######## uart_tx_fifo_cfg ########
<file path="config.mk">
export PLATFORM = sky130hd
export DESIGN_NAME = uart_tx_fifo_cfg
export DESIGN_NICKNAME = d
export VERILOG_FILES = /design/src/rtl/uart_tx_fifo_cfg.sv
export SDC_FILE = /design/constraint.sdc
export NUM_CORES = 1
export LEC_CHECK = 0
export CORE_MARGIN = 1.5
export CORE_UTILIZATION = 55
export DETAILED_ROUTE_END_ITERATION = 7
export MAX_ROUTING_LAYER = met4
export PLACE_DENSITY = 0.75
export SKIP_LAST_GASP = 1
export SLEW_MARGIN = 15
export SYNTH_ARGS = -nofsm -noshare
export SYNTH_HDL_FRONTEND = slang
export SYNTH_SLANG_ARGS = --single-unit
</file>
<file path="constraint.sdc">
create_clock -name CLK -period 4.5 [get_ports CLK]
set_input_delay 0.45 -clock CLK [delete_from_list [all_inputs] [get_ports CLK]]
set_output_delay 0.45 -clock CLK [all_outputs]
set_load 0.01 [all_outputs]
</file>
<file path="src/rtl/uart_tx_fifo_cfg.sv">
// ---------------------------------------------------------------------------
// uart_tx_fifo_cfg
//   Parametrised UART transmitter with an input FIFO. Words enter through a
//   valid/ready handshake, are queued in a small FIFO and leave on TX_OUT as
//   start / data (LSB first) / optional parity / one or two stop bits. Each
//   bit lasts PRESCALE clock cycles (0 behaves as 1). Frame configuration is
//   captured when a word is popped, so a frame is never disturbed by config
//   changes made while it is on the line. Queued words follow each other
//   with no idle bit in between.
//
// Ports
//   CLK         in   system clock, all logic on the rising edge
//   RST         in   asynchronous reset, active low
//   P_DATA      in   word to transmit, LSB first
//   Data_Valid  in   P_DATA valid this cycle
//   Data_Ready  out  FIFO can accept a word (not full)
//   PAR_EN      in   1: insert a parity bit
//   PAR_TYP     in   0: even parity, 1: odd parity
//   STOP_2      in   1: two stop bits, 0: one
//   PRESCALE    in   clock cycles per bit, 0 treated as 1
//   TX_OUT      out  serial line, idle high, registered
//   busy        out  frame in progress, registered
//   ovf         out  one-cycle pulse: a write was dropped because full
// ---------------------------------------------------------------------------
module uart_tx_fifo_cfg #(
    parameter int unsigned DATA_WIDTH     = 8,
    parameter int unsigned FIFO_DEPTH     = 4,
    parameter int unsigned PRESCALE_WIDTH = 6
) (
    input  logic                      CLK,
    input  logic                      RST,
    input  logic [DATA_WIDTH-1:0]     P_DATA,
    input  logic                      Data_Valid,
    output logic                      Data_Ready,
    input  logic                      PAR_EN,
    input  logic                      PAR_TYP,
    input  logic                      STOP_2,
    input  logic [PRESCALE_WIDTH-1:0] PRESCALE,
    output logic                      TX_OUT,
    output logic                      busy,
    output logic                      ovf
);

    localparam int unsigned AW   = $clog2(FIFO_DEPTH);
    localparam int unsigned CW   = AW + 1;
    localparam int unsigned BW   = $clog2(DATA_WIDTH);
    localparam int unsigned CNTW = PRESCALE_WIDTH + 1;

    typedef enum logic [2:0] {
        S_IDLE,
        S_START,
        S_DATA,
        S_PARITY,
        S_STOP
    } state_e;

    // ------------------------------------------------------------------
    // Registers
    // ------------------------------------------------------------------
    logic [DATA_WIDTH-1:0]     mem_q [FIFO_DEPTH];
    logic [AW-1:0]             wr_ptr_q, wr_ptr_d;
    logic [AW-1:0]             rd_ptr_q, rd_ptr_d;
    logic [CW-1:0]             count_q, count_d;
    logic                      ovf_q, ovf_d;

    state_e                    state_q, state_d;
    logic [DATA_WIDTH-1:0]     shreg_q, shreg_d;
    logic                      par_bit_q, par_bit_d;
    logic                      par_en_q, par_en_d;
    logic                      stop2_q, stop2_d;
    logic [PRESCALE_WIDTH-1:0] div_q, div_d;
    logic [CNTW-1:0]           cnt_q, cnt_d;
    logic [BW-1:0]             bit_cnt_q, bit_cnt_d;
    logic                      tx_q, tx_d;
    logic                      busy_q, busy_d;

    // ------------------------------------------------------------------
    // Combinational helpers
    // ------------------------------------------------------------------
    logic                      full;
    logic                      empty;
    logic                      wr_en;
    logic                      pop;
    logic [DATA_WIDTH-1:0]     head;
    logic [PRESCALE_WIDTH-1:0] div_eff;
    logic [CNTW-1:0]           bit_len;
    logic                      bit_done;

    // Ready comes from the registered count only, so a write that arrives
    // while full is dropped even if a pop happens in the same cycle.
    assign full       = (count_q == CW'(FIFO_DEPTH));
    assign empty      = (count_q == '0);
    assign wr_en      = Data_Valid && !full;
    assign head       = mem_q[rd_ptr_q];
    assign div_eff    = (PRESCALE == '0) ? PRESCALE_WIDTH'(1) : PRESCALE;

    // The second stop bit is folded into a single STOP state of 2*DIV cycles.
    assign bit_len    = (state_q == S_STOP && stop2_q) ? {div_q, 1'b0}
                                                       : {1'b0, div_q};
    assign bit_done   = (cnt_q == bit_len - CNTW'(1));

    assign Data_Ready = !full;
    assign TX_OUT     = tx_q;
    assign busy       = busy_q;
    assign ovf        = ovf_q;

    // ------------------------------------------------------------------
    // FIFO storage (contents need no reset; emptiness is held by count)
    // ------------------------------------------------------------------
    always_ff @(posedge CLK) begin
        if (wr_en) begin
            mem_q[wr_ptr_q] <= P_DATA;
        end
    end

    // ------------------------------------------------------------------
    // FIFO pointers and count
    // ------------------------------------------------------------------
    always_comb begin
        wr_ptr_d = wr_ptr_q;
        rd_ptr_d = rd_ptr_q;
        count_d  = count_q;
        ovf_d    = Data_Valid && full;

        if (wr_en) begin
            wr_ptr_d = wr_ptr_q + AW'(1);
        end
        if (pop) begin
            rd_ptr_d = rd_ptr_q + AW'(1);
        end

        case ({wr_en, pop})
            2'b10:   count_d = count_q + CW'(1);
            2'b01:   count_d = count_q - CW'(1);
            default: count_d = count_q;
        endcase
    end

    // ------------------------------------------------------------------
    // Transmit FSM: next state and registered outputs
    // ------------------------------------------------------------------
    always_comb begin
        state_d   = state_q;
        shreg_d   = shreg_q;
        par_bit_d = par_bit_q;
        par_en_d  = par_en_q;
        stop2_d   = stop2_q;
        div_d     = div_q;
        cnt_d     = cnt_q;
        bit_cnt_d = bit_cnt_q;
        tx_d      = tx_q;
        busy_d    = busy_q;
        pop       = 1'b0;

        if (state_q != S_IDLE) begin
            cnt_d = bit_done ? '0 : cnt_q + CNTW'(1);
        end

        case (state_q)
            S_IDLE: begin
                tx_d   = 1'b1;
                busy_d = 1'b0;
                cnt_d  = '0;
                if (!empty) begin
                    pop = 1'b1;
                end
            end

            S_START: begin
                if (bit_done) begin
                    state_d   = S_DATA;
                    tx_d      = shreg_q[0];
                    bit_cnt_d = '0;
                end
            end

            S_DATA: begin
                if (bit_done) begin
                    if (bit_cnt_q == BW'(DATA_WIDTH - 1)) begin
                        if (par_en_q) begin
                            state_d = S_PARITY;
                            tx_d    = par_bit_q;
                        end else begin
                            state_d = S_STOP;
                            tx_d    = 1'b1;
                        end
                    end else begin
                        // Bit 0 of the register is on the line; present the
                        // next one while shifting it into place.
                        bit_cnt_d = bit_cnt_q + BW'(1);
                        shreg_d   = shreg_q >> 1;
                        tx_d      = shreg_q[1];
                    end
                end
            end

            S_PARITY: begin
                if (bit_done) begin
                    state_d = S_STOP;
                    tx_d    = 1'b1;
                end
            end

            S_STOP: begin
                if (bit_done) begin
                    if (!empty) begin
                        pop = 1'b1;
                    end else begin
                        state_d = S_IDLE;
                        tx_d    = 1'b1;
                        busy_d  = 1'b0;
                    end
                end
            end

            default: begin
                state_d = S_IDLE;
                tx_d    = 1'b1;
                busy_d  = 1'b0;
            end
        endcase

        // A pop from IDLE or from the last stop cycle starts a new frame and
        // captures the configuration it will use.
        if (pop) begin
            state_d   = S_START;
            shreg_d   = head;
            par_bit_d = PAR_TYP ? ~^head : ^head;
            par_en_d  = PAR_EN;
            stop2_d   = STOP_2;
            div_d     = div_eff;
            cnt_d     = '0;
            bit_cnt_d = '0;
            tx_d      = 1'b0;
            busy_d    = 1'b1;
        end
    end

    // ------------------------------------------------------------------
    // State registers
    // ------------------------------------------------------------------
    always_ff @(posedge CLK or negedge RST) begin
        if (!RST) begin
            wr_ptr_q  <= '0;
            rd_ptr_q  <= '0;
            count_q   <= '0;
            ovf_q     <= 1'b0;
            state_q   <= S_IDLE;
            shreg_q   <= '0;
            par_bit_q <= 1'b0;
            par_en_q  <= 1'b0;
            stop2_q   <= 1'b0;
            div_q     <= PRESCALE_WIDTH'(1);
            cnt_q     <= '0;
            bit_cnt_q <= '0;
            tx_q      <= 1'b1;
            busy_q    <= 1'b0;
        end else begin
            wr_ptr_q  <= wr_ptr_d;
            rd_ptr_q  <= rd_ptr_d;
            count_q   <= count_d;
            ovf_q     <= ovf_d;
            state_q   <= state_d;
            shreg_q   <= shreg_d;
            par_bit_q <= par_bit_d;
            par_en_q  <= par_en_d;
            stop2_q   <= stop2_d;
            div_q     <= div_d;
            cnt_q     <= cnt_d;
            bit_cnt_q <= bit_cnt_d;
            tx_q      <= tx_d;
            busy_q    <= busy_d;
        end
    end

endmodule
</file>
######## recarga_cartao_flat ########
`src/rtl/recarga_cartao_if.sv`:
```
// Coin/button inputs and card-load outputs of the card top-up controller.
// Macro: none.
// master : drives moeda, sel, confirma, cancela; observes carrega1/2, credito, devolve, rejeita, estado
// slave  : the controller side of the same signals
interface recarga_cartao_if;
    localparam int unsigned CARGA_W  = 2;
    localparam int unsigned CRED_W   = 3;
    localparam int unsigned ESTADO_W = 2;

    logic                moeda;
    logic                sel;
    logic                confirma;
    logic                cancela;
    logic [CARGA_W-1:0]  carrega1;
    logic [CARGA_W-1:0]  carrega2;
    logic [CRED_W-1:0]   credito;
    logic                devolve;
    logic                rejeita;
    logic [ESTADO_W-1:0] estado;

    modport master (
        output moeda, sel, confirma, cancela,
        input  carrega1, carrega2, credito, devolve, rejeita, estado
    );

    modport slave (
        input  moeda, sel, confirma, cancela,
        output carrega1, carrega2, credito, devolve, rejeita, estado
    );
endinterface

```
`src/rtl/recarga_cartao.sv`:
```
// Card top-up controller: accumulates up to 3 coins, then loads them onto the
// selected passenger card on confirm, or refunds them one pulse per coin on
// cancel. Optional inactivity refund is built when RECARGA_TIMEOUT_EN is defined.
// Ports:
//   clk_2    system clock, rising edge
//   reset_n  asynchronous active-low reset
//   bus      recarga_cartao_if.slave (moeda, sel, confirma, cancela in;
//            carrega1, carrega2, credito, devolve, rejeita, estado out)
// Parameter:
//   TIMEOUT  idle cycles in ACUMULANDO before automatic refund (1-255),
//            only used with RECARGA_TIMEOUT_EN
module recarga_cartao #(
    parameter int unsigned TIMEOUT = 8
) (
    input  logic              clk_2,
    input  logic              reset_n,
    recarga_cartao_if.slave   bus
);

    localparam int unsigned CARGA_W = 2;
    localparam int unsigned CRED_W  = 3;
    localparam int unsigned TMR_W   = 8;
    localparam logic [CRED_W-1:0] CRED_MAX = CRED_W'(3);

    typedef enum logic [1:0] {
        OCIOSO     = 2'd0,
        ACUMULANDO = 2'd1,
        ENTREGA    = 2'd2,
        DEVOLUCAO  = 2'd3
    } estado_t;

    // Elaboration-time range check on the timeout parameter.
    if (TIMEOUT < 1 || TIMEOUT > 255) begin : g_bad_timeout
        $error("recarga_cartao: TIMEOUT must be in 1..255");
    end

    estado_t              estado_q;
    logic [CRED_W-1:0]    credito_q;
    logic [CARGA_W-1:0]   carrega1_q;
    logic [CARGA_W-1:0]   carrega2_q;
    logic                 devolve_q;
    logic                 rejeita_q;
    logic                 alvo_q;
    logic                 moeda_q;
    logic                 confirma_q;
    logic                 cancela_q;
`ifdef RECARGA_TIMEOUT_EN
    logic [TMR_W-1:0]     timer_q;
`endif

    // Rising-edge detection against the previous registered sample.
    logic moeda_ed;
    logic confirma_ed;
    logic cancela_ed;

    assign moeda_ed    = bus.moeda    & ~moeda_q;
    assign confirma_ed = bus.confirma & ~confirma_q;
    assign cancela_ed  = bus.cancela  & ~cancela_q;

    // Controller state, credit and registered output pulses.
    always_ff @(posedge clk_2 or negedge reset_n) begin
        if (!reset_n) begin
            estado_q   <= OCIOSO;
            credito_q  <= '0;
            carrega1_q <= '0;
            carrega2_q <= '0;
            devolve_q  <= 1'b0;
            rejeita_q  <= 1'b0;
            alvo_q     <= 1'b0;
            moeda_q    <= 1'b0;
            confirma_q <= 1'b0;
            cancela_q  <= 1'b0;
`ifdef RECARGA_TIMEOUT_EN
            timer_q    <= '0;
`endif
        end else begin
            moeda_q    <= bus.moeda;
            confirma_q <= bus.confirma;
            cancela_q  <= bus.cancela;
            carrega1_q <= '0;
            carrega2_q <= '0;
            devolve_q  <= 1'b0;
            rejeita_q  <= 1'b0;
`ifdef RECARGA_TIMEOUT_EN
            timer_q    <= '0;
`endif
            case (estado_q)
                OCIOSO: begin
                    credito_q <= '0;
                    if (moeda_ed) begin
                        credito_q <= CRED_W'(1);
                        alvo_q    <= bus.sel;
                        estado_q  <= ACUMULANDO;
                    end
                end
                ACUMULANDO: begin
                    if (cancela_ed) begin
                        // First refund pulse is issued in the first DEVOLUCAO cycle.
                        estado_q  <= DEVOLUCAO;
                        devolve_q <= 1'b1;
                        rejeita_q <= moeda_ed;
                    end else if (confirma_ed) begin
                        // Load value is registered here so it is visible exactly during ENTREGA.
                        estado_q   <= ENTREGA;
                        carrega1_q <= alvo_q ? '0 : CARGA_W'(credito_q);
                        carrega2_q <= alvo_q ? CARGA_W'(credito_q) : '0;
                        rejeita_q  <= moeda_ed;
                    end else if (moeda_ed && (credito_q < CRED_MAX)) begin
                        credito_q <= credito_q + CRED_W'(1);
                    end else begin
                        // Idle cycle, or a coin refused at the credit limit.
                        rejeita_q <= moeda_ed;
`ifdef RECARGA_TIMEOUT_EN
                        if (timer_q == TMR_W'(TIMEOUT - 1)) begin
                            estado_q  <= DEVOLUCAO;
                            devolve_q <= 1'b1;
                        end else begin
                            timer_q <= timer_q + TMR_W'(1);
                        end
`endif
                    end
                end
                ENTREGA: begin
                    credito_q <= '0;
                    estado_q  <= OCIOSO;
                    rejeita_q <= moeda_ed;
                end
                DEVOLUCAO: begin
                    // credito shows the coins still owed, including this cycle's pulse.
                    credito_q <= credito_q - CRED_W'(1);
                    rejeita_q <= moeda_ed;
                    if (credito_q <= CRED_W'(1)) begin
                        estado_q <= OCIOSO;
                    end else begin
                        devolve_q <= 1'b1;
                    end
                end
                default: begin
                    estado_q <= OCIOSO;
                end
            endcase
        end
    end

    assign bus.carrega1 = carrega1_q;
    assign bus.carrega2 = carrega2_q;
    assign bus.credito  = credito_q;
    assign bus.devolve  = devolve_q;
    assign bus.rejeita  = rejeita_q;
    assign bus.estado   = estado_q;

endmodule

```
`src/flat_wrapper.sv`:
```
// flat-port wrapper written by rule: the top's interface ports become plain ports
module recarga_cartao_flat 
#(
    parameter int unsigned TIMEOUT = 8
)
  (clk_2, reset_n, bus_moeda, bus_sel, bus_confirma, bus_cancela, bus_carrega1, bus_carrega2, bus_credito, bus_devolve, bus_rejeita, bus_estado);
  recarga_cartao_if bus_i ();
  input  logic clk_2;
  input  logic reset_n;
  input wire logic [$bits(bus_i.moeda)-1:0] bus_moeda;
  input wire logic [$bits(bus_i.sel)-1:0] bus_sel;
  input wire logic [$bits(bus_i.confirma)-1:0] bus_confirma;
  input wire logic [$bits(bus_i.cancela)-1:0] bus_cancela;
  output wire logic [$bits(bus_i.carrega1)-1:0] bus_carrega1;
  output wire logic [$bits(bus_i.carrega2)-1:0] bus_carrega2;
  output wire logic [$bits(bus_i.credito)-1:0] bus_credito;
  output wire logic [$bits(bus_i.devolve)-1:0] bus_devolve;
  output wire logic [$bits(bus_i.rejeita)-1:0] bus_rejeita;
  output wire logic [$bits(bus_i.estado)-1:0] bus_estado;
  assign bus_i.moeda = bus_moeda;
  assign bus_i.sel = bus_sel;
  assign bus_i.confirma = bus_confirma;
  assign bus_i.cancela = bus_cancela;
  assign bus_carrega1 = bus_i.carrega1;
  assign bus_carrega2 = bus_i.carrega2;
  assign bus_credito = bus_i.credito;
  assign bus_devolve = bus_i.devolve;
  assign bus_rejeita = bus_i.rejeita;
  assign bus_estado = bus_i.estado;
  recarga_cartao #(.TIMEOUT(TIMEOUT)) u_core (.clk_2(clk_2), .reset_n(reset_n), .bus(bus_i));
endmodule
```
`config.mk`:
```
export PLATFORM = sky130hd
export DESIGN_NAME = recarga_cartao_flat
export DESIGN_NICKNAME = d
export VERILOG_FILES = /design/src/rtl/recarga_cartao_if.sv /design/src/rtl/recarga_cartao.sv /design/src/flat_wrapper.sv
export SDC_FILE = /design/constraint.sdc
export NUM_CORES = 1
export LEC_CHECK = 0
export CORE_AREA = 4 4 41 43
export CTS_CLUSTER_SIZE = 40
export DETAILED_ROUTE_END_ITERATION = 10
export DIE_AREA = 0 0 45 47
export DONT_BUFFER_PORTS = 1
export PLACE_DENSITY_LB_ADDON = 0.12
export SYNTH_ARGS = -nofsm -noshare
export SYNTH_HDL_FRONTEND = slang
export SYNTH_SLANG_ARGS = --single-unit
```
`constraint.sdc`:
```
create_clock -name clk_2 -period 1.86 [get_ports clk_2]
set_input_delay 0.279 -clock clk_2 [delete_from_list [all_inputs] [get_ports clk_2]]
set_output_delay 0.279 -clock clk_2 [all_outputs]
set_load 0.01 [all_outputs]
```
Fig. 1: recarga_cartao_flat, clock wires, drivers and flops
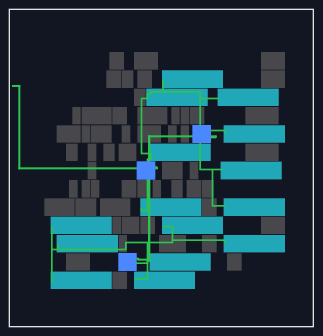
legend:
  cyan:
    item: flip-flops
    count: 15
  blue:
    item: cells driving clock nets
    count: 3
  green:
    item: clock wires
    length: 179 um
routed clock nets: 4
Post-Route Skew: 0.003892 ns
Clock group: 0.000183 W
Clk Latency, worst-skew pair: 0.28 ns
clock share of power: 16.6%

==> ci_impl_report.md, recarga_cartao_flat <==
## Implementation flow summary

| Metric | Value |
|---|---|
| Post-DP Area | `720.7 um^2` |
| Dpl hpwl | `943 um` |
| Syn_nets | `75` |
| Post-CTS Setup Inserts | `0` |
| Stages on the worst setup path | `2` |
| Layout area overhead | `8.636%` |
| Status | `complete, no violations` |
| Total power draw | `0.001103 W` |
| FF-to-FF setup slack | `0.43 ns` |
| Num CTS Buffers | `3` |
| Slew Limit Fails | `0` |
| Sequential element share of the synthesized area | `51.81%` |
| Part of the power in registers | `between 50% and 60%` |
| YS chip area | `724.4 um^2` |
| Design Area, Final | `787.0 um^2` |
| Top cell type by instance count after synthesis | `dfrtp_1` |
| R2R cell count | `2` |
| Flop share of the area | `47.69%` |
| Number of well taps | `15` |
| Ys Warns | `0` |
| CTS clk-pin slew, worst paths | `about 0.080 ns` |
| Yosys top cell by area | `dfrtp_1` |
| Worst min path class | `in2reg` |
| Setup TNS | `0 ns` |
| Crit path launch | `u_core.bus.estado[1]` |
| Pwr dens | `1401 nW/um^2` |
| Worst hold stages | `1` |
| Worst path top cell family by delay | `simple AND/OR/NAND/NOR gates` |
| WL met1 | `546 um` |
| Root Driver | `clkbuf_4` |
| Vias in the first global route | `468` |
| Flops after synth | `15` |
| Max cap viols | `0` |
| Worst vdd ir | `between 700 and 800 uV` |
| Die Ht | `approximately 47 um` |
| Endpoints failing setup | `0` |
| Logic area | `between 300 and 400 um^2` |
| Final worst setup slack | `0.4326 ns` |
| CTS Buffer Depth | `2` |
## recarga_cartao_flat: flip-flops by register name, indices dropped and copies added, names as in the netlist
name	count
u_core.bus.credito	3
u_core.bus.carrega1	2
u_core.bus.carrega2	2
u_core.bus.estado	2
u_core.alvo_q	1
u_core.bus.devolve	1
u_core.bus.rejeita	1
u_core.cancela_q	1
u_core.confirma_q	1
u_core.moeda_q	1
## recarga_cartao_flat: logic make-up after synthesis
family	synth area share [%]
mux	2.936
compound gates	7.773
flops	51.81
buf+inv	5.182
xor+xnor	1.209
fa+ha+maj	5.182
simple gates	25.91
Fig. 2: uart_tx_fifo_cfg, sizing map
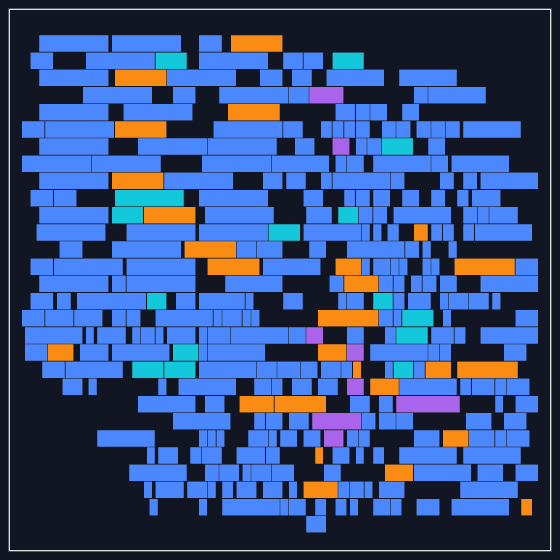
legend:
  blue:
    size: drive 1 or less
    cells: 281
    share: 85%
    most_used: dfrtp_1
  cyan:
    size: drive 6 and up
    cells: 15
    share: 4.5%
    most_used: clkbuf_8
  purple:
    size: drive 3 to 4
    cells: 8
    share: 2.4%
    most_used: buf_4
  orange:
    size: drive 2
    cells: 26
    share: 7.9%
    most_used: mux4_2
final worst setup slack: 0.3444 ns
Design Area, Final: 4213 um^2
Layout area overhead: 12.35%

==> ci_impl_report.md, uart_tx_fifo_cfg <==
## Implementation flow summary

| Metric | Value |
|---|---|
| Status | `finished, violations left` |
| NumNets Final | `~360` |
| Post-CTS sizing | `0` |
| Core Footprint | `6459 um^2` |
| Max stage delay on crit path | `0.52 ns` |
| H-tree depth | `3` |
| Flip-flops | `just over 70` |
| R2R cell count | `16` |
| Setup crit end | `count_q[2]` |
| DRC viols | `2` |
| GR Overflow Total | `0` |
| Clock Sinks | `roughly 70` |
| Failing checks | `DRC` |
| Crit Path Max Fanout | `13` |
| Number of non-clock buffers | `26` |
| Stages on the worst setup path | `16` |
| CP cell instances | `and4bb_2 -> a21oi_1 -> ha_1 -> and3b_1 -> mux4_2 -> and2_4 -> nor4_4 -> and4_1 -> o21ai_1 -> inv_2 -> ha_1 -> inv_1 -> fa_1 -> xor2_1 -> nor2_1 -> xor2_1` |
| Max cap viols | `0` |
| Clock share of power | `18.6%` |
| Slowest stage cell, crit path | `dfrtp_1` |
| Worst path top cell family by delay | `simple AND/OR/NAND/NOR gates` |
==> uart_tx_fifo_cfg: cells by family after synthesis <==
logic type	count (synthesis)	synth area share, %
xor+xnor	25	5.839
simple gates	79	12.81
fa+ha+maj	10	3.537
compound gates	63	11.64
mux	24	9.876
flops	72	52.39
buf+inv	32	3.904
==> uart_tx_fifo_cfg: state kept, by name, indices dropped and copies added, names as in the netlist <==
name	cells
ovf	1
mem_q	32
bit_cnt_q	3
par_bit_q	1
state_q	3
par_en_q	1
rd_ptr_q	2
cnt_q	7
busy	1
div_q	6
count_q	3
shreg_q	8
TX_OUT	1
wr_ptr_q	2
stop2_q	1

######## l1_direct_mapped_cache_flat ########
Fig. 3: l1_direct_mapped_cache_flat, clock wires, drivers and flops
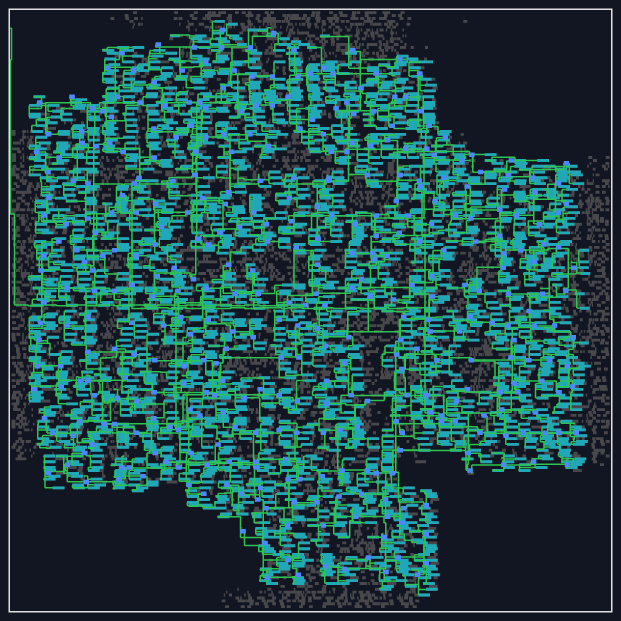

===== config.mk =====
export PLATFORM = sky130hd
export DESIGN_NAME = l1_direct_mapped_cache_flat
export DESIGN_NICKNAME = d
export VERILOG_FILES = /design/src/rtl/l1_direct_mapped_cache_if.sv /design/src/rtl/l1_direct_mapped_cache.sv /design/src/flat_wrapper.sv
export SDC_FILE = /design/constraint.sdc
export NUM_CORES = 2
export LEC_CHECK = 0
export CORE_UTILIZATION = 30
export CTS_BUF_LIST = sky130_fd_sc_hd__clkbuf_4 sky130_fd_sc_hd__clkbuf_8
export DETAILED_ROUTE_END_ITERATION = 12
export PLACE_DENSITY = 0.46
export SETUP_SLACK_MARGIN = 0.4
export SYNTH_ARGS = -nofsm -noshare
export SYNTH_HDL_FRONTEND = slang
export SYNTH_SLANG_ARGS = --single-unit

===== constraint.sdc =====
create_clock -name clk -period 5 [get_ports clk]
set_input_delay 1 -clock clk [delete_from_list [all_inputs] [get_ports clk]]
set_output_delay 1 -clock clk [all_outputs]
set_load 0.005 [all_outputs]

===== src/rtl/l1_direct_mapped_cache_if.sv =====
// l1_direct_mapped_cache_if
// ---------------------------------------------------------------------------
// Bundles the two buses around the L1 cache: the CPU word port and the
// physical-memory line port.
//   CPU side    : mem_address, mem_read, mem_write, mem_byte_enable, mem_wdata
//                 (requests) and mem_rdata, mem_resp (completion).
//   Memory side : pmem_address, pmem_read, pmem_write, pmem_wdata (line
//                 requests) and pmem_rdata, pmem_resp (memory completion).
// Modports:
//   slave  - the cache itself: consumes CPU requests and memory responses.
//   master - the environment around the cache (CPU plus physical memory):
//            issues CPU requests and answers line transfers.
interface l1_direct_mapped_cache_if;
    logic [31:0]  mem_address;
    logic         mem_read;
    logic         mem_write;
    logic [3:0]   mem_byte_enable;
    logic [31:0]  mem_wdata;
    logic [31:0]  mem_rdata;
    logic         mem_resp;

    logic [31:0]  pmem_address;
    logic         pmem_read;
    logic         pmem_write;
    logic [255:0] pmem_wdata;
    logic [255:0] pmem_rdata;
    logic         pmem_resp;

    modport slave (
        input  mem_address, mem_read, mem_write, mem_byte_enable, mem_wdata,
        output mem_rdata, mem_resp,
        output pmem_address, pmem_read, pmem_write, pmem_wdata,
        input  pmem_rdata, pmem_resp
    );

    modport master (
        output mem_address, mem_read, mem_write, mem_byte_enable, mem_wdata,
        input  mem_rdata, mem_resp,
        input  pmem_address, pmem_read, pmem_write, pmem_wdata,
        output pmem_rdata, pmem_resp
    );
endinterface


===== src/rtl/l1_direct_mapped_cache.sv =====
// l1_direct_mapped_cache
// ---------------------------------------------------------------------------
// Write-back, write-allocate, direct-mapped L1 cache between the multicycle
// RV32I memory port and physical memory. 32-byte lines, register-based tag,
// valid, dirty and data arrays.
// Ports:
//   clk   - rising-edge clock
//   rst_n - asynchronous active-low reset (clears valid/dirty, FSM to IDLE)
//   bus   - l1_direct_mapped_cache_if.slave: CPU word port and 256-bit
//           physical-memory line port
// Address split: tag = addr[31:5+IDX], index = addr[4+IDX:5], word = addr[4:2].
module l1_direct_mapped_cache #(
    parameter int SETS = 8
) (
    input  logic                    clk,
    input  logic                    rst_n,
    l1_direct_mapped_cache_if.slave bus
);
    localparam int IDX = $clog2(SETS);
    localparam int TAG = 27 - IDX;

    typedef enum logic [1:0] {IDLE, RESP, WRITEBACK, FILL} state_t;

    state_t state;
    state_t state_next;

    logic [TAG-1:0] tag_array  [SETS];
    logic [255:0]   data_array [SETS];
    logic [SETS-1:0] valid;
    logic [SETS-1:0] dirty;
    logic [31:0]     rdata_q;

    logic [TAG-1:0] tag;
    logic [IDX-1:0] index;
    logic [2:0]     word;
    logic           request;
    logic           is_write;
    logic           hit;
    logic           unused_addr_bits;

    assign tag   = bus.mem_address[31:5+IDX];
    assign index = bus.mem_address[4+IDX:5];
    assign word  = bus.mem_address[4:2];

    // Byte offset within the word is irrelevant to a word-wide port.
    assign unused_addr_bits = ^bus.mem_address[1:0];

    // A simultaneous read and write is handled as a write.
    assign request  = bus.mem_read | bus.mem_write;
    assign is_write = bus.mem_write;
    assign hit      = valid[index] && (tag_array[index] == tag);

    always_ff @(posedge clk or negedge rst_n) begin
        if (!rst_n) begin
            state <= IDLE;
        end else begin
            state <= state_next;
        end
    end

    // After a fill the FSM returns to IDLE rather than RESP so the held
    // request is looked up again and completes through the ordinary hit path.
    always_comb begin
        state_next = state;
        case (state)
            IDLE: begin
                if (request) begin
                    if (hit) begin
                        state_next = RESP;
                    end else if (valid[index] && dirty[index]) begin
                        state_next = WRITEBACK;
                    end else begin
                        state_next = FILL;
                    end
                end
            end
            RESP:      state_next = IDLE;
            WRITEBACK: if (bus.pmem_resp) state_next = FILL;
            FILL:      if (bus.pmem_resp) state_next = IDLE;
            default:   state_next = IDLE;
        endcase
    end

    // Outputs depend only on the state register, so a reset forces every
    // request line low immediately without waiting for a clock.
    always_comb begin
        bus.mem_resp     = 1'b0;
        bus.pmem_read    = 1'b0;
        bus.pmem_write   = 1'b0;
        bus.pmem_address = '0;
        bus.pmem_wdata   = '0;
        case (state)
            RESP: bus.mem_resp = 1'b1;
            WRITEBACK: begin
                bus.pmem_write   = 1'b1;
                bus.pmem_address = {tag_array[index], index, 5'b0};
                bus.pmem_wdata   = data_array[index];
            end
            FILL: begin
                bus.pmem_read    = 1'b1;
                bus.pmem_address = {tag, index, 5'b0};
            end
            default: ;
        endcase
    end

    assign bus.mem_rdata = rdata_q;

    // Line status bits and the read-data register; these are the only
    // storage that must come out of reset in a known state.
    always_ff @(posedge clk or negedge rst_n) begin
        if (!rst_n) begin
            valid   <= '0;
            dirty   <= '0;
            rdata_q <= '0;
        end else begin
            case (state)
                IDLE: begin
                    if (request && hit) begin
                        if (is_write) begin
                            if (|bus.mem_byte_enable) begin
                                dirty[index] <= 1'b1;
                            end
                        end else begin
                            rdata_q <= data_array[index][32*int'(word) +: 32];
                        end
                    end
                end
                WRITEBACK: if (bus.pmem_resp) dirty[index] <= 1'b0;
                FILL: begin
                    if (bus.pmem_resp) begin
                        valid[index] <= 1'b1;
                        dirty[index] <= 1'b0;
                    end
                end
                default: ;
            endcase
        end
    end

    // Tag and data arrays carry no reset. A reset holds the FSM in IDLE with
    // every line invalid, so neither branch below can fire during reset and
    // an abandoned fill never updates a line.
    always_ff @(posedge clk) begin
        if (state == IDLE && request && hit && is_write) begin
            for (int i = 0; i < 4; i++) begin
                if (bus.mem_byte_enable[i]) begin
                    data_array[index][32*int'(word) + 8*i +: 8] <= bus.mem_wdata[8*i +: 8];
                end
            end
        end else if (state == FILL && bus.pmem_resp) begin
            data_array[index] <= bus.pmem_rdata;
            tag_array[index]  <= tag;
        end
    end
endmodule

===== src/flat_wrapper.sv =====
// flat-port wrapper written by rule: the top's interface ports become plain ports
module l1_direct_mapped_cache_flat 
#(
    parameter int SETS = 8
)
  (clk, rst_n, bus_mem_address, bus_mem_read, bus_mem_write, bus_mem_byte_enable, bus_mem_wdata, bus_mem_rdata, bus_mem_resp, bus_pmem_address, bus_pmem_read, bus_pmem_write, bus_pmem_wdata, bus_pmem_rdata, bus_pmem_resp);
  l1_direct_mapped_cache_if bus_i ();
  input  logic clk;
  input  logic rst_n;
  input wire logic [$bits(bus_i.mem_address)-1:0] bus_mem_address;
  input wire logic [$bits(bus_i.mem_read)-1:0] bus_mem_read;
  input wire logic [$bits(bus_i.mem_write)-1:0] bus_mem_write;
  input wire logic [$bits(bus_i.mem_byte_enable)-1:0] bus_mem_byte_enable;
  input wire logic [$bits(bus_i.mem_wdata)-1:0] bus_mem_wdata;
  output wire logic [$bits(bus_i.mem_rdata)-1:0] bus_mem_rdata;
  output wire logic [$bits(bus_i.mem_resp)-1:0] bus_mem_resp;
  output wire logic [$bits(bus_i.pmem_address)-1:0] bus_pmem_address;
  output wire logic [$bits(bus_i.pmem_read)-1:0] bus_pmem_read;
  output wire logic [$bits(bus_i.pmem_write)-1:0] bus_pmem_write;
  output wire logic [$bits(bus_i.pmem_wdata)-1:0] bus_pmem_wdata;
  input wire logic [$bits(bus_i.pmem_rdata)-1:0] bus_pmem_rdata;
  input wire logic [$bits(bus_i.pmem_resp)-1:0] bus_pmem_resp;
  assign bus_i.mem_address = bus_mem_address;
  assign bus_i.mem_read = bus_mem_read;
  assign bus_i.mem_write = bus_mem_write;
  assign bus_i.mem_byte_enable = bus_mem_byte_enable;
  assign bus_i.mem_wdata = bus_mem_wdata;
  assign bus_mem_rdata = bus_i.mem_rdata;
  assign bus_mem_resp = bus_i.mem_resp;
  assign bus_pmem_address = bus_i.pmem_address;
  assign bus_pmem_read = bus_i.pmem_read;
  assign bus_pmem_write = bus_i.pmem_write;
  assign bus_pmem_wdata = bus_i.pmem_wdata;
  assign bus_i.pmem_rdata = bus_pmem_rdata;
  assign bus_i.pmem_resp = bus_pmem_resp;
  l1_direct_mapped_cache #(.SETS(SETS)) u_core (.clk(clk), .rst_n(rst_n), .bus(bus_i));
endmodule

######## conv_window_sequencer ########
`config.mk`:
```
export PLATFORM = sky130hd
export DESIGN_NAME = conv_window_sequencer
export DESIGN_NICKNAME = d
export VERILOG_FILES = /design/src/rtl/conv_window_sequencer.sv
export SDC_FILE = /design/constraint.sdc
export NUM_CORES = 1
export LEC_CHECK = 0
export CAP_MARGIN = 20
export CORE_ASPECT_RATIO = 1.4
export CORE_UTILIZATION = 30
export DETAILED_ROUTE_END_ITERATION = 10
export MAX_ROUTING_LAYER = met4
export PLACE_DENSITY = 0.54
export SYNTH_ARGS = -nofsm -noshare
export SYNTH_HDL_FRONTEND = slang
export SYNTH_SLANG_ARGS = --single-unit
```
`constraint.sdc`:
```
create_clock -name i_clk -period 2.4 [get_ports i_clk]
set_clock_uncertainty 0.05 [all_clocks]
set_input_delay 0.48 -clock i_clk [delete_from_list [all_inputs] [get_ports i_clk]]
set_output_delay 0.48 -clock i_clk [all_outputs]
set_load 0.01 [all_outputs]
```
`src/rtl/conv_window_sequencer.sv`:
```
// ---------------------------------------------------------------------------
// conv_window_sequencer
//
// Frame-level controller for the sliding-window line buffer that feeds the
// convolution engine. It accepts a raster pixel stream, gates pushes into the
// line buffer, tracks the row/col of every push, and flags the cycle in which
// the buffer output holds a complete KERNEL_HEIGHT x KERNEL_WIDTH window.
// The buffer's own data-valid is not used; frame start, end and masking of
// stale buffer contents are owned here.
//
// Optional feature: define CONV_SEQ_TLAST_CHK_EN to check i_s_last on every
// push and raise a sticky o_err on mismatch. Without it, i_s_last is ignored
// and o_err is tied low.
//
// Ports
//   i_clk        clock, all logic on rising edge
//   i_rst_n      synchronous active-low reset
//   i_start      frame start pulse, honoured only while idle
//   i_s_data     input pixel
//   i_s_valid    input pixel valid
//   i_s_last     last-pixel-of-frame marker (checked only with the macro)
//   o_s_ready    pixel accepted when i_s_valid & o_s_ready
//   o_buf_data   pixel to the line buffer
//   o_buf_valid  push strobe to the line buffer
//   i_m_ready    consumer can take a window on the next cycle
//   o_win_valid  buffer output holds a complete window this cycle
//   o_win_row    window top row, valid with o_win_valid
//   o_win_col    window left column, valid with o_win_valid
//   o_busy       high while a frame is being filled or run
//   o_done       one-cycle pulse at end of frame
//   o_err        sticky last-marker error (macro only)
// ---------------------------------------------------------------------------
module conv_window_sequencer #(
  parameter int DATA_WIDTH    = 1,
  parameter int KERNEL_WIDTH  = 5,
  parameter int KERNEL_HEIGHT = 5,
  parameter int IMAGE_WIDTH   = 256,
  parameter int IMAGE_HEIGHT  = 256,
  localparam int WIN_ROWS  = IMAGE_HEIGHT - KERNEL_HEIGHT + 1,
  localparam int WIN_COLS  = IMAGE_WIDTH - KERNEL_WIDTH + 1,
  localparam int WIN_ROW_W = (WIN_ROWS > 1) ? $clog2(WIN_ROWS) : 1,
  localparam int WIN_COL_W = (WIN_COLS > 1) ? $clog2(WIN_COLS) : 1
) (
  input  logic                  i_clk,
  input  logic                  i_rst_n,
  input  logic                  i_start,
  input  logic [DATA_WIDTH-1:0] i_s_data,
  input  logic                  i_s_valid,
  input  logic                  i_s_last,
  output logic                  o_s_ready,
  output logic [DATA_WIDTH-1:0] o_buf_data,
  output logic                  o_buf_valid,
  input  logic                  i_m_ready,
  output logic                  o_win_valid,
  output logic [WIN_ROW_W-1:0]  o_win_row,
  output logic [WIN_COL_W-1:0]  o_win_col,
  output logic                  o_busy,
  output logic                  o_done,
  output logic                  o_err
);

  localparam int ROW_W = $clog2(IMAGE_HEIGHT);
  localparam int COL_W = $clog2(IMAGE_WIDTH);

  localparam logic [ROW_W-1:0] ROW_LAST = ROW_W'(IMAGE_HEIGHT - 1);
  localparam logic [COL_W-1:0] COL_LAST = COL_W'(IMAGE_WIDTH - 1);
  localparam logic [ROW_W-1:0] ROW_WIN  = ROW_W'(KERNEL_HEIGHT - 1);
  localparam logic [COL_W-1:0] COL_WIN  = COL_W'(KERNEL_WIDTH - 1);
  // The push just before the first complete window ends the fill phase.
  localparam logic [COL_W-1:0] COL_FILL = COL_W'(KERNEL_WIDTH - 2);

  typedef enum logic [1:0] {
    IDLE,
    FILL,
    RUN,
    DONE
  } state_t;

  state_t           state;
  logic [ROW_W-1:0] row;
  logic [COL_W-1:0] col;

  logic push;
  logic at_row_end;
  logic at_frame_end;
  logic at_fill_end;
  logic win_hit;

  // During FILL no window can be produced, so the consumer's ready is
  // irrelevant; in RUN every push may produce a window, so pushes are
  // throttled by i_m_ready and no window is ever dropped.
  assign o_s_ready   = (state == FILL) | ((state == RUN) & i_m_ready);
  assign push        = i_s_valid & o_s_ready;
  assign o_buf_valid = push;
  assign o_buf_data  = i_s_data;
  assign o_busy      = (state == FILL) | (state == RUN);

  assign at_row_end   = (col == COL_LAST);
  assign at_frame_end = at_row_end & (row == ROW_LAST);
  assign at_fill_end  = (row == ROW_WIN) & (col == COL_FILL);
  // Pushes in the first KW-1 columns would give windows straddling two rows.
  assign win_hit      = (row >= ROW_WIN) & (col >= COL_WIN);

  // Frame FSM, push position counters and the registered window/done flags.
  // The window flag lags the push by one cycle to line up with the line
  // buffer's output register. o_done is raised the cycle after DONE so it
  // follows the final window's valid cycle.
  always_ff @(posedge i_clk) begin
    if (!i_rst_n) begin
      state       <= IDLE;
      row         <= '0;
      col         <= '0;
      o_win_valid <= 1'b0;
      o_win_row   <= '0;
      o_win_col   <= '0;
      o_done      <= 1'b0;
    end else begin
      o_win_valid <= push & win_hit;
      o_done      <= (state == DONE);
      if (push & win_hit) begin
        o_win_row <= WIN_ROW_W'(row - ROW_WIN);
        o_win_col <= WIN_COL_W'(col - COL_WIN);
      end
      case (state)
        IDLE: begin
          if (i_start) begin
            state <= FILL;
            row   <= '0;
            col   <= '0;
          end
        end
        FILL, RUN: begin
          if (push) begin
            if (at_row_end) begin
              col <= '0;
              row <= row + ROW_W'(1);
            end else begin
              col <= col + COL_W'(1);
            end
            if ((state == FILL) && at_fill_end) begin
              state <= RUN;
            end
            if (at_frame_end) begin
              state <= DONE;
              row   <= '0;
              col   <= '0;
            end
          end
        end
        DONE: begin
          state <= IDLE;
        end
        default: begin
          state <= IDLE;
        end
      endcase
    end
  end

`ifdef CONV_SEQ_TLAST_CHK_EN
  logic err;

  // Sticky error: set when the last marker disagrees with the frame position
  // of the push, cleared by reset or by the next accepted frame start.
  always_ff @(posedge i_clk) begin
    if (!i_rst_n) begin
      err <= 1'b0;
    end else if ((state == IDLE) && i_start) begin
      err <= 1'b0;
    end else if (push && (i_s_last != at_frame_end)) begin
      err <= 1'b1;
    end
  end

  assign o_err = err;
`else
  logic unused_last;

  assign unused_last = i_s_last;
  assign o_err       = 1'b0;
`endif

endmodule

```
Fig. 4: l1_direct_mapped_cache_flat, metal 3
Cells faint in the background.
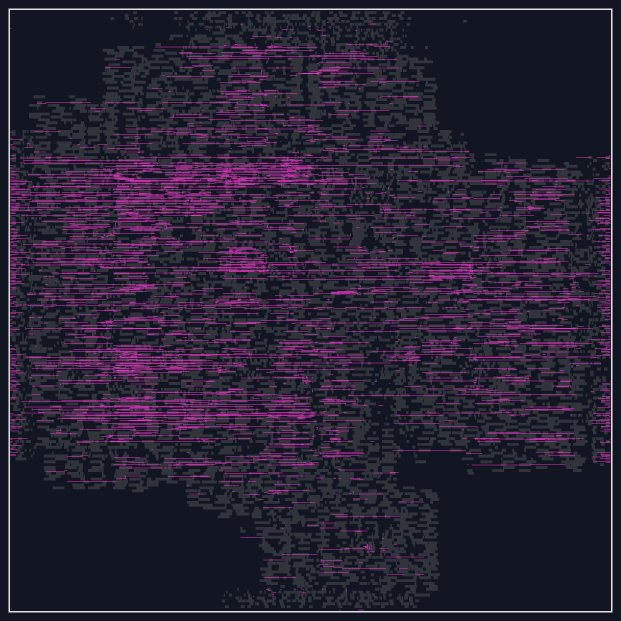
main direction: horizontal
longest straight run: 234 um
share of all routed wire: 9.6%
nets with wire on the layer: 1,272
wire length on this layer: 41.7 mm
vias: 68,450
Total Wirelength: 432,900 um
met3 usage: 5.707%

About Fig. 3:
legend:
  cyan:
    item: flip-flops
    count: 2,290
  blue:
    item: cells driving clock nets
    count: 388
  green:
    item: clock wires
    length: 31.1 mm
routed clock nets: 389
Clock group: 0.0170 W
Post-Route Skew: 0.1103 ns
clock share of power: 34.1%

==> ci_impl_report.md, l1_direct_mapped_cache_flat <==
## Implementation flow summary

| Metric | Value |
|---|---|
| Internal power | `0.03520 W` |
| Met2 usage in global routing | `41.56%` |
| Top cell type by instance count after synthesis | `edfxtp_1` |
| Dominant logic cell type in the layout | `edfxtp_1` |
| Floorplan row count | `approximately 210` |
| Vias in the first global route | `~66,000` |
| Worst vdd ir | `233.3 uV` |
| Worst setup SP type | `primary input` |
| CTS tree | `built` |
| Root Driver | `clkbuf_8` |
| Top logic family | `AND-OR/OR-AND gates` |
| Final min period | `between 4 and 5 ns` |
| Number of non-clock buffers | `1,574` |
| Leak Pwr | `42.92 nW` |
| Flip-flops | `2,290` |
| Tool warnings | `35` |
| Initial antenna violation count | `48` |
| Post-DP Area | `112,800 um^2` |
| Setup TNS | `0 ns` |
| Core Footprint | `314,700 um^2` |
| # IOs | `between 600 and 700` |
| Yosys top cell by area | `edfxtp_1` |
| Part of the power in registers | `between 40% and 50%` |
| Yosys aoi share | `10.11%` |
| GR Overflow Total | `0` |
| Type of the worst setup path | `in2out` |
| Net switching power | `0.01452 W` |
| Top_reg_cell synth | `edfxtp_1` |
| Non-Filler Instances | `12,332` |
| Die Span X | `564.2 um` |
| Max Clk Rate | `212.1 MHz` |
| Die Ht | `between 500 and 600 um` |
| Endpoints failing setup | `0` |
| Avg Cell Area, Syn | `14.76 um^2` |
| Dpl cells | `around 12,000` |
| Total power draw | `0.04973 W` |
| Routed len/inst | `~35 um` |
| CTS Buffer Depth | `4` |
| Worst path top cell family by delay | `buffers and inverters` |
| Placer Congestion | `0.8992` |
| Global-route wire length before repair | `568,300 um` |
| Ys Warns | `0` |
| CTS clk-pin slew, worst paths | `0.06 ns` |
| Die ar. | `318,300 um^2` |
| Sequential element share of the synthesized area | `72.26%` |
| Switching Fraction | `roughly 30%` |
| Max FFs per register | `around 2,000` |
| YS chip area | `94,810 um^2` |
| Status | `complete, no violations` |
| CP Capture Type | `primary output` |
| Clk Latency, worst-skew pair | `1.12 ns` |
| Gr usage total | `26.24%` |
| Logic share of the area | `20.07%` |
| Antenna Cells | `16` |
| Top cells by count | `edfxtp_1 (2,240), nand2_1 (727), nor2_1 (432)` |
-- l1_direct_mapped_cache_flat: final timing paths --
kind | from | end | slack [ns] | cells after the start
worst max-delay path | bus_mem_address[5] | bus_pmem_wdata[255] | 0.29 | 8
worst min-delay path | rst_n | u_core.bus.mem_rdata[0] | 0.40 | 2
worst max register to register | u_core.state[1] | u_core.data_array[5][127] | 0.83 | 6
worst min register to register | u_core.valid[4] | u_core.valid[4] | 0.48 | 1
max in group asynchronous | rst_n | u_core.state[1] | 3.41 | 3
min in group clk | u_core.valid[4] | u_core.valid[4] | 0.48 | 1
Fig. 5: conv_window_sequencer, metal 3
Cells faint in the background.
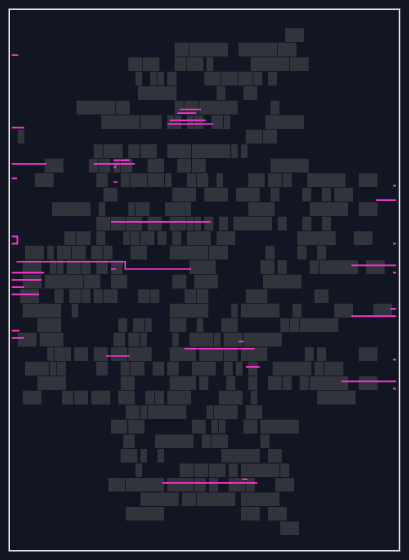
wire length on this layer: 190 um
nets with wire on the layer: 34
main direction: horizontal
longest straight run: 20.2 um
share of all routed wire: 3.7%
Total Wirelength: 5154 um
vias: 1,930
met3 usage: 2.687%

Fig. 6: conv_window_sequencer, gate families picked out
The bar under the picture is 20 um long.
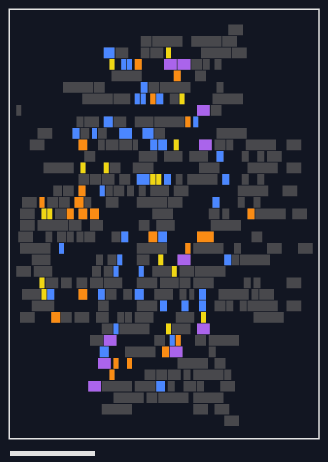
legend:
  orange:
    family: NOR gates
    cells: 22
    most_used: nor2_1
  blue:
    family: NAND gates
    cells: 39
    most_used: nand3_1
  yellow:
    family: inverters
    cells: 16
    most_used: inv_1
  purple:
    family: XOR/XNOR gates
    cells: 10
    most_used: xnor2_1
logic share of the area: 47.58%
Non-Filler Instances: 374
dominant logic cell type in the layout: dfxtp_1

==> ci_impl_report.md, conv_window_sequencer <==
## Implementation flow summary

| Metric | Value |
|---|---|
| NumNets Final | `just over 300` |
| H-tree depth | `2` |
| Slew Limit Fails | `0` |
| Number of well taps | `between 90 and 100` |
| Dpl cells | `~370` |
| Sequential element share of the synthesized area | `34.12%` |
| Routed len/inst | `roughly 14 um` |
| Leak Pwr | `roughly 0.94 nW` |
| Ratio of cells with drive above 1 in the final layout | `approximately 13%` |
| Pwr dens | `653.6 nW/um^2` |
| Design Area, Final | `2616 um^2` |
| Floorplan row count | `35` |
| Flip-flops | `36` |
| WP buf/inv | `3` |
| Worst slew margin | `54.69%` |
| Syn_nets | `269` |
| Status | `complete, no violations` |
| Period utilization | `94.71%` |
| Setup TNS | `0 ns` |
| Type of the worst setup path | `reg2out` |
| Max cap viols | `0` |
| Met1 Track Usage GR | `between 10% and 20%` |
| Initial DRC count | `98` |
| Worst setup SP type | `flip-flop` |
| Post-DP Area | `2515 um^2` |
| Non-clock buffer share | `14.73%` |
| Initial antenna violation count | `0` |
| Biggest Area Class | `combinational gates` |
| Flops after synth | `36` |
[conv_window_sequencer: synth_stat cells (all sizes together) (3+ instances only)]
| master | instances |
|---|---|
| nor2 | 9 |
| clkbuf | 5 |
| nor4 | 5 |
| buf | 10 |
| a211oi | 13 |
| nand4 | 5 |
| nor3 | 6 |
| nand3 | 16 |
| ha | 15 |
| inv | 16 |
| and3 | 3 |
| o221ai | 3 |
| o21ai | 13 |
| nand2 | 13 |
| dfxtp | 36 |
| xnor2 | 8 |
| o211ai | 4 |
| or3 | 5 |
| a21oi | 25 |

## Gallery

Congestion heat map.
image #1
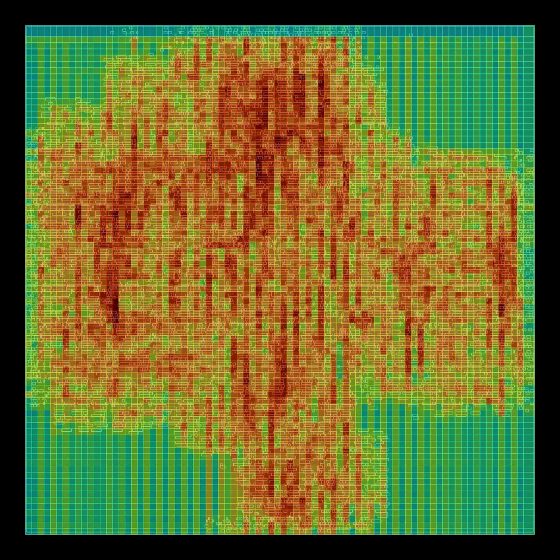
image #2
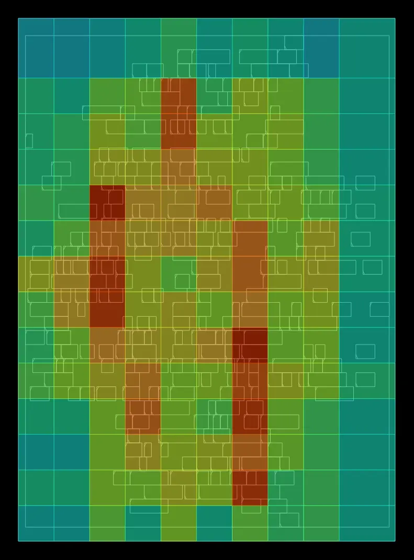
- image #2 = conv_window_sequencer
- image #1 = l1_direct_mapped_cache_flat


Power and IR drop assume default switching activity.
